######## spi_regfile_slave ########
==> src/rtl/spi_regfile_slave.sv <==
// SPI slave exposing a bank of byte registers (read-write plus read-only) with
// selectable CPOL/CPHA, synchronised pin inputs, burst auto-increment and a write strobe.
module spi_regfile_slave #(
  parameter int RW_REG_COUNT = 23,
  parameter int RO_REG_COUNT = 1,
  parameter bit CPOL         = 1'b0,
  parameter bit CPHA         = 1'b0,
  parameter bit BURST_EN     = 1'b1
) (
  input  logic                      clk,
  input  logic                      rst,
  input  logic                      spi_cs,
  input  logic                      spi_clk,
  input  logic                      spi_mosi,
  output logic                      spi_miso,
  output logic [RW_REG_COUNT*8-1:0] rw_data,
  input  logic [RO_REG_COUNT*8-1:0] ro_data,
  output logic                      wr_strobe,
  output logic [6:0]                wr_addr
);

  localparam logic [1:0] S_IDLE = 2'd0;
  localparam logic [1:0] S_CMD  = 2'd1;
  localparam logic [1:0] S_WR   = 2'd2;
  localparam logic [1:0] S_RD   = 2'd3;
  localparam logic [7:0] RW_LIMIT = 8'(RW_REG_COUNT);

  logic cs_meta_q, cs_sync_q, cs_prev_q;
  logic sclk_meta_q, sclk_sync_q, sclk_prev_q;
  logic mosi_meta_q, mosi_sync_q;

  logic [1:0]                state_q, state_d;
  logic [2:0]                bit_cnt_q, bit_cnt_d;
  logic [7:0]                shift_q, shift_d;
  logic [6:0]                addr_q, addr_d;
  logic                      miso_q, miso_d;
  logic [RW_REG_COUNT*8-1:0] rw_q, rw_d;
  logic                      strobe_q, strobe_d;
  logic [6:0]                wr_addr_q, wr_addr_d;

  // Read decode over the full 7-bit address space; unmapped addresses read as all ones.
  logic [7:0] rd_table [128];
  genvar gi;
  generate
    for (gi = 0; gi < 128; gi++) begin : g_rd
      if (gi < RW_REG_COUNT) begin : g_rw
        assign rd_table[gi] = rw_q[8*gi +: 8];
      end else if (gi < RW_REG_COUNT + RO_REG_COUNT) begin : g_ro
        assign rd_table[gi] = ro_data[8*(gi-RW_REG_COUNT) +: 8];
      end else begin : g_none
        assign rd_table[gi] = 8'hFF;
      end
    end
  endgenerate

  logic       sclk_edge, lead_edge, trail_edge, sample_edge, shift_edge;
  logic [7:0] sample_byte;
  logic [6:0] next_addr;

  always_comb begin
    sclk_edge   = sclk_sync_q ^ sclk_prev_q;
    lead_edge   = sclk_edge && (sclk_sync_q != CPOL);
    trail_edge  = sclk_edge && (sclk_sync_q == CPOL);
    sample_edge = CPHA ? trail_edge : lead_edge;
    shift_edge  = CPHA ? lead_edge : trail_edge;
    sample_byte = {shift_q[6:0], mosi_sync_q};
    next_addr   = BURST_EN ? addr_q + 7'd1 : addr_q;

    state_d   = state_q;
    bit_cnt_d = bit_cnt_q;
    shift_d   = shift_q;
    addr_d    = addr_q;
    miso_d    = miso_q;
    rw_d      = rw_q;
    strobe_d  = 1'b0;
    wr_addr_d = wr_addr_q;

    // A high chip select dominates every state, including a coincident 8th sample.
    if (cs_sync_q) begin
      state_d   = S_IDLE;
      bit_cnt_d = 3'd0;
      miso_d    = 1'b0;
    end else begin
      case (state_q)
        S_IDLE: begin
          if (cs_prev_q) begin
            state_d   = S_CMD;
            bit_cnt_d = 3'd0;
            shift_d   = 8'h00;
          end
        end
        S_CMD: begin
          miso_d = 1'b0;
          if (sample_edge) begin
            shift_d   = sample_byte;
            bit_cnt_d = bit_cnt_q + 3'd1;
            if (bit_cnt_q == 3'd7) begin
              addr_d = sample_byte[6:0];
              if (sample_byte[7]) begin
                state_d = S_WR;
              end else begin
                state_d = S_RD;
                shift_d = rd_table[sample_byte[6:0]];
              end
            end
          end
        end
        S_WR: begin
          miso_d = 1'b0;
          if (sample_edge) begin
            shift_d   = sample_byte;
            bit_cnt_d = bit_cnt_q + 3'd1;
            if (bit_cnt_q == 3'd7) begin
              if ({1'b0, addr_q} < RW_LIMIT) begin
                for (int i = 0; i < RW_REG_COUNT; i++) begin
                  if (addr_q == 7'(i)) rw_d[8*i +: 8] = sample_byte;
                end
                strobe_d  = 1'b1;
                wr_addr_d = addr_q;
              end
              addr_d = next_addr;
            end
          end
        end
        default: begin
          if (shift_edge) begin
            miso_d  = shift_q[7];
            shift_d = {shift_q[6:0], 1'b0};
          end
          if (sample_edge) begin
            bit_cnt_d = bit_cnt_q + 3'd1;
            if (bit_cnt_q == 3'd7) begin
              addr_d  = next_addr;
              shift_d = rd_table[next_addr];
            end
          end
        end
      endcase
    end
  end

  // cs synchroniser resets low so a frame in flight during reset is not mistaken for a new one.
  always_ff @(posedge clk) begin
    if (rst) begin
      cs_meta_q   <= 1'b0;
      cs_sync_q   <= 1'b0;
      cs_prev_q   <= 1'b0;
      sclk_meta_q <= CPOL;
      sclk_sync_q <= CPOL;
      sclk_prev_q <= CPOL;
      mosi_meta_q <= 1'b0;
      mosi_sync_q <= 1'b0;
      state_q     <= S_IDLE;
      bit_cnt_q   <= 3'd0;
      shift_q     <= 8'h00;
      addr_q      <= 7'd0;
      miso_q      <= 1'b0;
      rw_q        <= '0;
      strobe_q    <= 1'b0;
      wr_addr_q   <= 7'd0;
    end else begin
      cs_meta_q   <= spi_cs;
      cs_sync_q   <= cs_meta_q;
      cs_prev_q   <= cs_sync_q;
      sclk_meta_q <= spi_clk;
      sclk_sync_q <= sclk_meta_q;
      sclk_prev_q <= sclk_sync_q;
      mosi_meta_q <= spi_mosi;
      mosi_sync_q <= mosi_meta_q;
      state_q     <= state_d;
      bit_cnt_q   <= bit_cnt_d;
      shift_q     <= shift_d;
      addr_q      <= addr_d;
      miso_q      <= miso_d;
      rw_q        <= rw_d;
      strobe_q    <= strobe_d;
      wr_addr_q   <= wr_addr_d;
    end
  end

  assign spi_miso  = miso_q;
  assign rw_data   = rw_q;
  assign wr_strobe = strobe_q;
  assign wr_addr   = wr_addr_q;

endmodule

==> config.mk <==
export PLATFORM = sky130hd
export DESIGN_NAME = spi_regfile_slave
export DESIGN_NICKNAME = d
export VERILOG_FILES = /design/src/rtl/spi_regfile_slave.sv
export SDC_FILE = /design/constraint.sdc
export NUM_CORES = 1
export LEC_CHECK = 0
export CORE_UTILIZATION = 55
export DETAILED_ROUTE_END_ITERATION = 10
export DONT_BUFFER_PORTS = 1
export PLACE_DENSITY = 0.7
export SYNTH_ARGS = -nofsm -noshare
export SYNTH_HDL_FRONTEND = slang
export SYNTH_SLANG_ARGS = --single-unit
==> constraint.sdc <==
create_clock -name clk -period 3.9 [get_ports clk]
set_input_delay 0.78 -clock clk [delete_from_list [all_inputs] [get_ports clk]]
set_output_delay 0.78 -clock clk [all_outputs]
set_load 0.02 [all_outputs]
Figure 1. Routed metal, one color a layer (spi_regfile_slave).
Bar = 50 um. Two of the layers only.
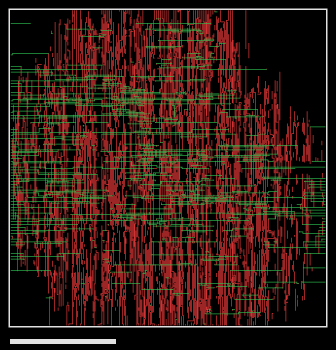
M2: in red, wire length 18000 um. M3: in green, wire length 5040 um.
DRT Wirelength: 40300 um
drt wl/cell: 26.0 um

==> flow_summary.ini <==
; physical design summary
[outcome]
status = finished clean

[hold_path]
whs_endpoint = sclk_sync_q$_SDFF_PP0_
worstHoldStart = rst

[clock_network]
root_buffer = clkbuf_16
post_cts_buffers = 0
path_clk_slew_ns = 0.06

[yosys]
ys_ff = 221
top_logic_kind = multiplexers

[final_layout]
fillers = 1781
drive_gt1_share_pct = 15.0
finalInstanceArea_um2 = 12800

[pwr]
p_int_w = 0.00373
pwr-share-comb_pct = 4.9
pwr-share-clk_pct = 47.5
switchingPower_w = 0.00120

[routing]
ant_nets = 0
drt_iter0_markers = 1244
avgViaCountPerCell = 6.82

[setup_path]
path_class = register to register
r2r-end = shift_q[1]$_SDFFE_PP0P_
endpoint = shift_q[1]$_SDFFE_PP0P_

[flow_run]
drv_cap = 0

[timing]
timing.final.ws_setup_ns = 0.670
timing.final.crit_share_pct = 82.8
finalHoldViolCount = 0
max_freq_mhz = 310

[placed_design]
placed_area_um2 = 12000
Figure 2. Where the registers sit (spi_regfile_slave).
Bar = 50 um. Other sequential cells in the stronger gray, the rest of the logic in the fainter gray.
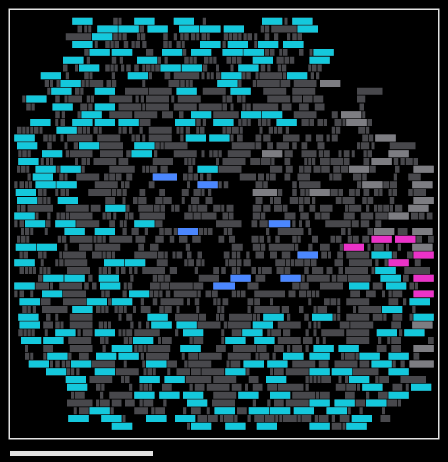
`wr_addr`: in magenta, sequential cells 7, where right middle. `rw_data`: in cyan, sequential cells 184, where all over the die. `shift_q`: in blue, sequential cells 8, where middle.
Another 22 sequential cells are not colored.
register area: 4440 um^2
P_seq: 0.00234 W

==> flip-flops by register name, summed over array words and instances (netlist names) <==
register / flops
addr_q: 7
sclk_meta_q: 1
state_q: 2
mosi_sync_q: 1
shift_q: 8
cs_sync_q: 1
sclk_sync_q: 1
wr_strobe: 1
wr_addr: 7
cs_meta_q: 1
spi_miso: 1
cs_prev_q: 1
mosi_meta_q: 1
bit_cnt_q: 3
rw_data: 184
sclk_prev_q: 1
==> cell type report <==
cell class,count,area [um^2],area share [%]
clock inverter,9,77.6,0.604
sequential,221,4440,34.6
clock buffer,35,733,5.71
tap,275,344,2.68
inverter,10,37.5,0.292
multi-input combinational,974,6980,54.4
timing repair buffer,27,228,1.77
==> worst max-delay path, delay by kind of cell (launching register included) <==
kind | cells | cell delay [ns]
and+or+nand+nor | 2 | 1.11
AOI/OAI and AO/OA | 3 | 1.06
adders and majority gates | 1 | 0.46
DFF | 1 | 0.40
buffers and inverters | 1 | 0.09
==> routing by layer <==
metal,global-route usage [%],wire [um],share of wire (%),vias to the layer above
met5,0,0,0,-
met4,16.6,2190,5.4,0
met3,11.3,5040,12,153
met2,54.3,18000,45,709
met1,48.0,15100,38,5132
li1,-,-,-,4585

######## pc_sequencer ########
Figure 3. Cell classes on the final placement (pc_sequencer).
Bar = 20 um. Fill, decap, tap and diode cells in gray.
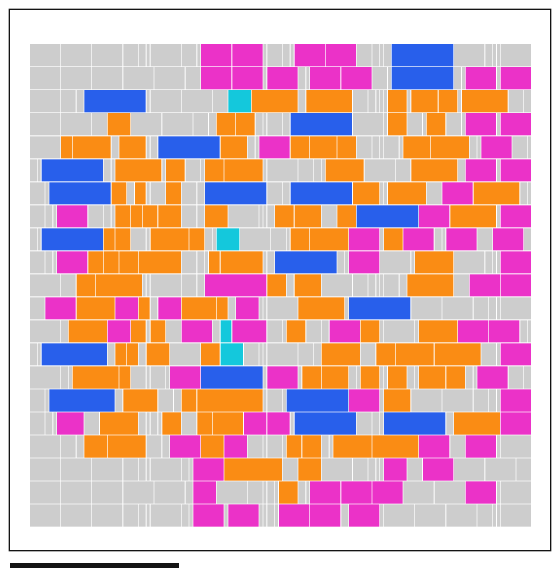
$ cat config.mk
export PLATFORM = sky130hd
export DESIGN_NAME = pc_sequencer
export DESIGN_NICKNAME = d
export VERILOG_FILES = /design/src/rtl/pc_sequencer_pkg.sv /design/src/rtl/pc_next_mux.sv /design/src/rtl/pc_sequencer.sv
export SDC_FILE = /design/constraint.sdc
export NUM_CORES = 1
export LEC_CHECK = 0
export CAP_MARGIN = 0
export CORE_MARGIN = 2
export CORE_UTILIZATION = 38
export CTS_CLUSTER_SIZE = 40
export DETAILED_ROUTE_END_ITERATION = 8
export HOLD_SLACK_MARGIN = 0.08
export PLACE_DENSITY = 0.76
export SLEW_MARGIN = 10
export SYNTH_ARGS = -nofsm -noshare
export SYNTH_HDL_FRONTEND = slang
export SYNTH_HIERARCHICAL = 1
export SYNTH_SLANG_ARGS = --single-unit
$ cat constraint.sdc
create_clock -name clock -period 2.02 [get_ports clock]
set_input_delay 0.404 -clock clock [delete_from_list [all_inputs] [get_ports clock]]
set_output_delay 0.404 -clock clock [all_outputs]
set_load 0.01 [all_outputs]
$ cat src/rtl/pc_sequencer_pkg.sv
// Shared definitions for the PC sequencer: state encodings,
// default widths and the redirect-kind tag.
package pc_sequencer_pkg;

    localparam int          PKG_PC_WIDTH = 12;
    localparam logic [11:0] PKG_RESET_PC = 12'd0;
    localparam int          PKG_FLUSH_LEN = 1;

    localparam logic [1:0] ST_BOOT   = 2'd0;
    localparam logic [1:0] ST_RUN    = 2'd1;
    localparam logic [1:0] ST_FLUSH  = 2'd2;
    localparam logic [1:0] ST_HALTED = 2'd3;

    typedef enum logic [1:0] {
        REDIR_NONE   = 2'd0,
        REDIR_BRANCH = 2'd1,
        REDIR_JUMP   = 2'd2
    } redir_kind_t;

    function automatic logic is_active(input logic [1:0] st);
        return (st == ST_RUN) || (st == ST_FLUSH);
    endfunction

endpackage

$ cat src/rtl/pc_next_mux.sv
// Priority select of the next PC and the kind of redirect chosen.
// Purely combinational; the caller owns all state.
module pc_next_mux
    import pc_sequencer_pkg::*;
#(
    parameter int PC_WIDTH = PKG_PC_WIDTH
) (
    input  logic                freeze,
    input  logic                branch_taken,
    input  logic                jump_en,
    input  logic                stall,
    input  logic [PC_WIDTH-1:0] curr_pc,
    input  logic [PC_WIDTH-1:0] next_pc_f,
    input  logic [PC_WIDTH-1:0] branch_target,
    input  logic [PC_WIDTH-1:0] jump_target,
    output logic [PC_WIDTH-1:0] pc_next,
    output logic                redirect,
    output redir_kind_t         kind
);

    // Branch outranks jump: it belongs to the older instruction.
    always_comb begin
        pc_next  = curr_pc;
        redirect = 1'b0;
        kind     = REDIR_NONE;
        priority case (1'b1)
            freeze: begin
                pc_next = curr_pc;
            end
            branch_taken: begin
                pc_next  = branch_target;
                redirect = 1'b1;
                kind     = REDIR_BRANCH;
            end
            jump_en: begin
                pc_next  = jump_target;
                redirect = 1'b1;
                kind     = REDIR_JUMP;
            end
            stall: begin
                pc_next = curr_pc;
            end
            default: begin
                pc_next = next_pc_f;
            end
        endcase
    end

endmodule

$ cat src/rtl/pc_sequencer.sv
// Program counter owner: next-PC selection, redirect flushes,
// boot settle cycle and halt freeze.
module pc_sequencer
    import pc_sequencer_pkg::*;
#(
    parameter int                   PC_WIDTH  = PKG_PC_WIDTH,
    parameter logic [PC_WIDTH-1:0] RESET_PC  = PKG_RESET_PC[PC_WIDTH-1:0],
    parameter int                   FLUSH_LEN = PKG_FLUSH_LEN
) (
    input  logic                clock,
    input  logic                reset,
    input  logic [PC_WIDTH-1:0] next_pc_f,
    input  logic                stall,
    input  logic                branch_taken,
    input  logic [PC_WIDTH-1:0] branch_target,
    input  logic                jump_en,
    input  logic [PC_WIDTH-1:0] jump_target,
    input  logic                halt,
    output logic [PC_WIDTH-1:0] curr_pc,
    output logic                fetch_valid,
    output logic                flush_fd,
    output logic                flush_dx,
    output logic                halted
);

    localparam logic [1:0] FLUSH_LAST = 2'(FLUSH_LEN);

    logic [1:0]          state;
    logic [1:0]          flush_cnt;
    logic                freeze;
    logic [PC_WIDTH-1:0] pc_next;
    logic                redirect;
    redir_kind_t         kind;

    // BOOT holds PC at RESET_PC so the first imem read settles.
    assign freeze = (state == ST_BOOT) || (state == ST_HALTED) || halt;

    pc_next_mux #(
        .PC_WIDTH(PC_WIDTH)
    ) u_mux (
        .freeze        (freeze),
        .branch_taken  (branch_taken),
        .jump_en       (jump_en),
        .stall         (stall),
        .curr_pc       (curr_pc),
        .next_pc_f     (next_pc_f),
        .branch_target (branch_target),
        .jump_target   (jump_target),
        .pc_next       (pc_next),
        .redirect      (redirect),
        .kind          (kind)
    );

    assign fetch_valid = (state == ST_RUN) && !stall && !flush_fd;

    always_ff @(posedge clock) begin
        if (reset) begin
            state     <= ST_BOOT;
            curr_pc   <= RESET_PC;
            flush_cnt <= 2'd0;
            flush_fd  <= 1'b0;
            flush_dx  <= 1'b0;
            halted    <= 1'b0;
        end else begin
            curr_pc <= pc_next;
            if (state == ST_BOOT) begin
                state <= ST_RUN;
            end else if (is_active(state)) begin
                if (halt) begin
                    state     <= ST_HALTED;
                    halted    <= 1'b1;
                    flush_fd  <= 1'b0;
                    flush_dx  <= 1'b0;
                    flush_cnt <= 2'd0;
                end else if (redirect) begin
                    state     <= ST_FLUSH;
                    flush_fd  <= 1'b1;
                    flush_dx  <= (kind == REDIR_BRANCH);
                    flush_cnt <= 2'd1;
                end else if (state == ST_FLUSH) begin
                    if (flush_cnt == FLUSH_LAST) begin
                        state     <= ST_RUN;
                        flush_fd  <= 1'b0;
                        flush_dx  <= 1'b0;
                        flush_cnt <= 2'd0;
                    end else begin
                        flush_cnt <= flush_cnt + 2'd1;
                    end
                end
            end
        end
    end

endmodule

==> flow_summary.ini <==
; physical design summary
[clock_network]
clk_latency_ns = 0.30
cts_resized = 4
path_clk_slew_ns = 0.11

[final_layout]
logic_area_um2 = 922
final_nets = 244
buf_share_pct = 32.2
drive_gt1_share_pct = 29.4
diodes = 0
nClkBuffers = 4
clkCellAreaFrac_pct = 1.27
utilization_pct = 61.1
fillers = 291

[timing]
max_freq_mhz = 531
timing.final.ws_setup_ns = 0.138
timing.final.crit_share_pct = 93.2
finalHoldViolCount = 0

[yosys]
area_leaders = dfxtp_1 28%, a221oi_2 12%, nor2b_1 11%, a22oi_2 9.2%, o21ai_2 7.1%
post-synth-top-area-cell = dfxtp_1
fp_nets = 181
flop_cell = dfxtp_1
ys_ff = 19
ys_warn_count = 6

[routing]
drt-total-wl_um = 3730
avgViaCountPerCell = 5.19
ant_nets = 0
dr_total_vias = 1261
wire_per_inst_um = 15.3

[floorplanning]
die_width_um = 63.8
die_h_um = 63.8
tap_cells = 46
fp-utilization_pct = 40.1
ios = 58

[hold_path]
whs_path_depth = 2
worstHoldStart = flush_dx$_SDFFE_PP0P_

[outcome]
status = finished clean

[placed_design]
dp_slack_ns = -0.323
port_buffers = 57

[setup_path]
path_delay_family = simple AND/OR/NAND/NOR gates
worstSetupEndpointType = register
r2r_slack_ns = 0.14
path_cells = inv_1 -> ha_1 -> or2b_4 -> nor4_4 -> buf_6 -> a22oi_2 -> o21ai_2 -> nor2b_1

[grt]
grt_max_degree = 21
grtUsageTotal_pct = 18.7
gr-total-overflow = 0

[pwr]
leakagePower_nw = 0.733
Notes on Figure 3 above:
remaining buffers and delay cells: in magenta, cells 68. clock drivers and dummy loads: in cyan, cells 4. remaining logic cells: in orange, cells 106. registers: in blue, cells 19.
Seq/total area: 18.5%
design area: 2070 um^2
Site Rows: 21

metal layers:
metal | track usage (%) | up-vias | wire length [um]
li1 | - | 621 | -
met1 | 22.5 | 606 | 1680
met2 | 34.0 | 34 | 1870
met3 | 2.99 | 0 | 184
met4 | 5.16 | 0 | 0
met5 | 0 | - | 0
state kept, by name, summed over array words and instances (netlist names):
| register | count |
|---|---|
| curr_pc | 12 |
| flush_dx | 1 |
| flush_cnt | 2 |
| state | 2 |
| halted | 1 |
| flush_fd | 1 |
cells by family (layout without fill, tap and decap cells):
kind of cell	count (synthesis)	in the layout	synth area share, %
compound gates	49	49	36.6
fa+ha+maj	4	4	3.68
flops	19	19	28.0
buf+inv	14	76	6.44
simple gates	49	49	25.3
report_power, final:
part           leakage (nW)  total, W  switching, W  internal [W]
Combinational         0.561  0.000476      0.000202      0.000274
Clock                0.0150  0.000200      0.000123     0.0000769
Sequential            0.157  0.000447     0.0000337      0.000414
Total                 0.733   0.00112      0.000360      0.000765
per-stage QoR:
step           area, um^2  cells
4_1_cts              2070    243
3_5_place_dp         2020    239
6_report             2070    243
2_1_floorplan        1370    135
5_1_grt              2070    243
3_3_place_gp         2020    239


==> notes/layouts.md <==
Pictures saved along the way, in no particular order.

Cell area per tile.
picture 1
The die is cut into 15 by 15 equal tiles; black is low, pale yellow is high, 0 to 100% covered.
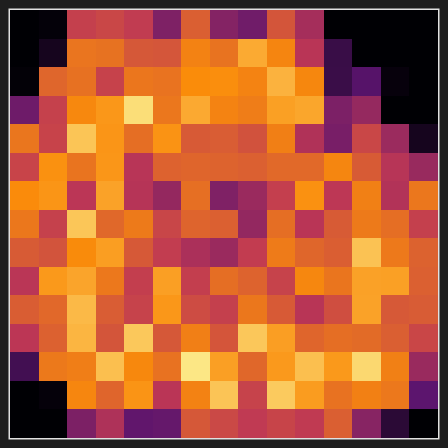
picture 2
The die is cut into 6 by 6 equal tiles; black is low, pale yellow is high, 0 to 100% covered.
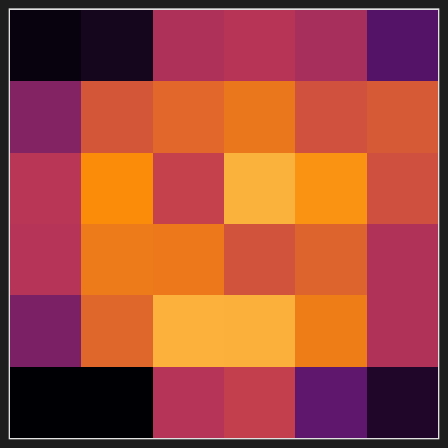
For pc_sequencer, see picture 2.
For spi_regfile_slave, see picture 1.

No activity file was given, so power comes from the tool's default toggle rates.
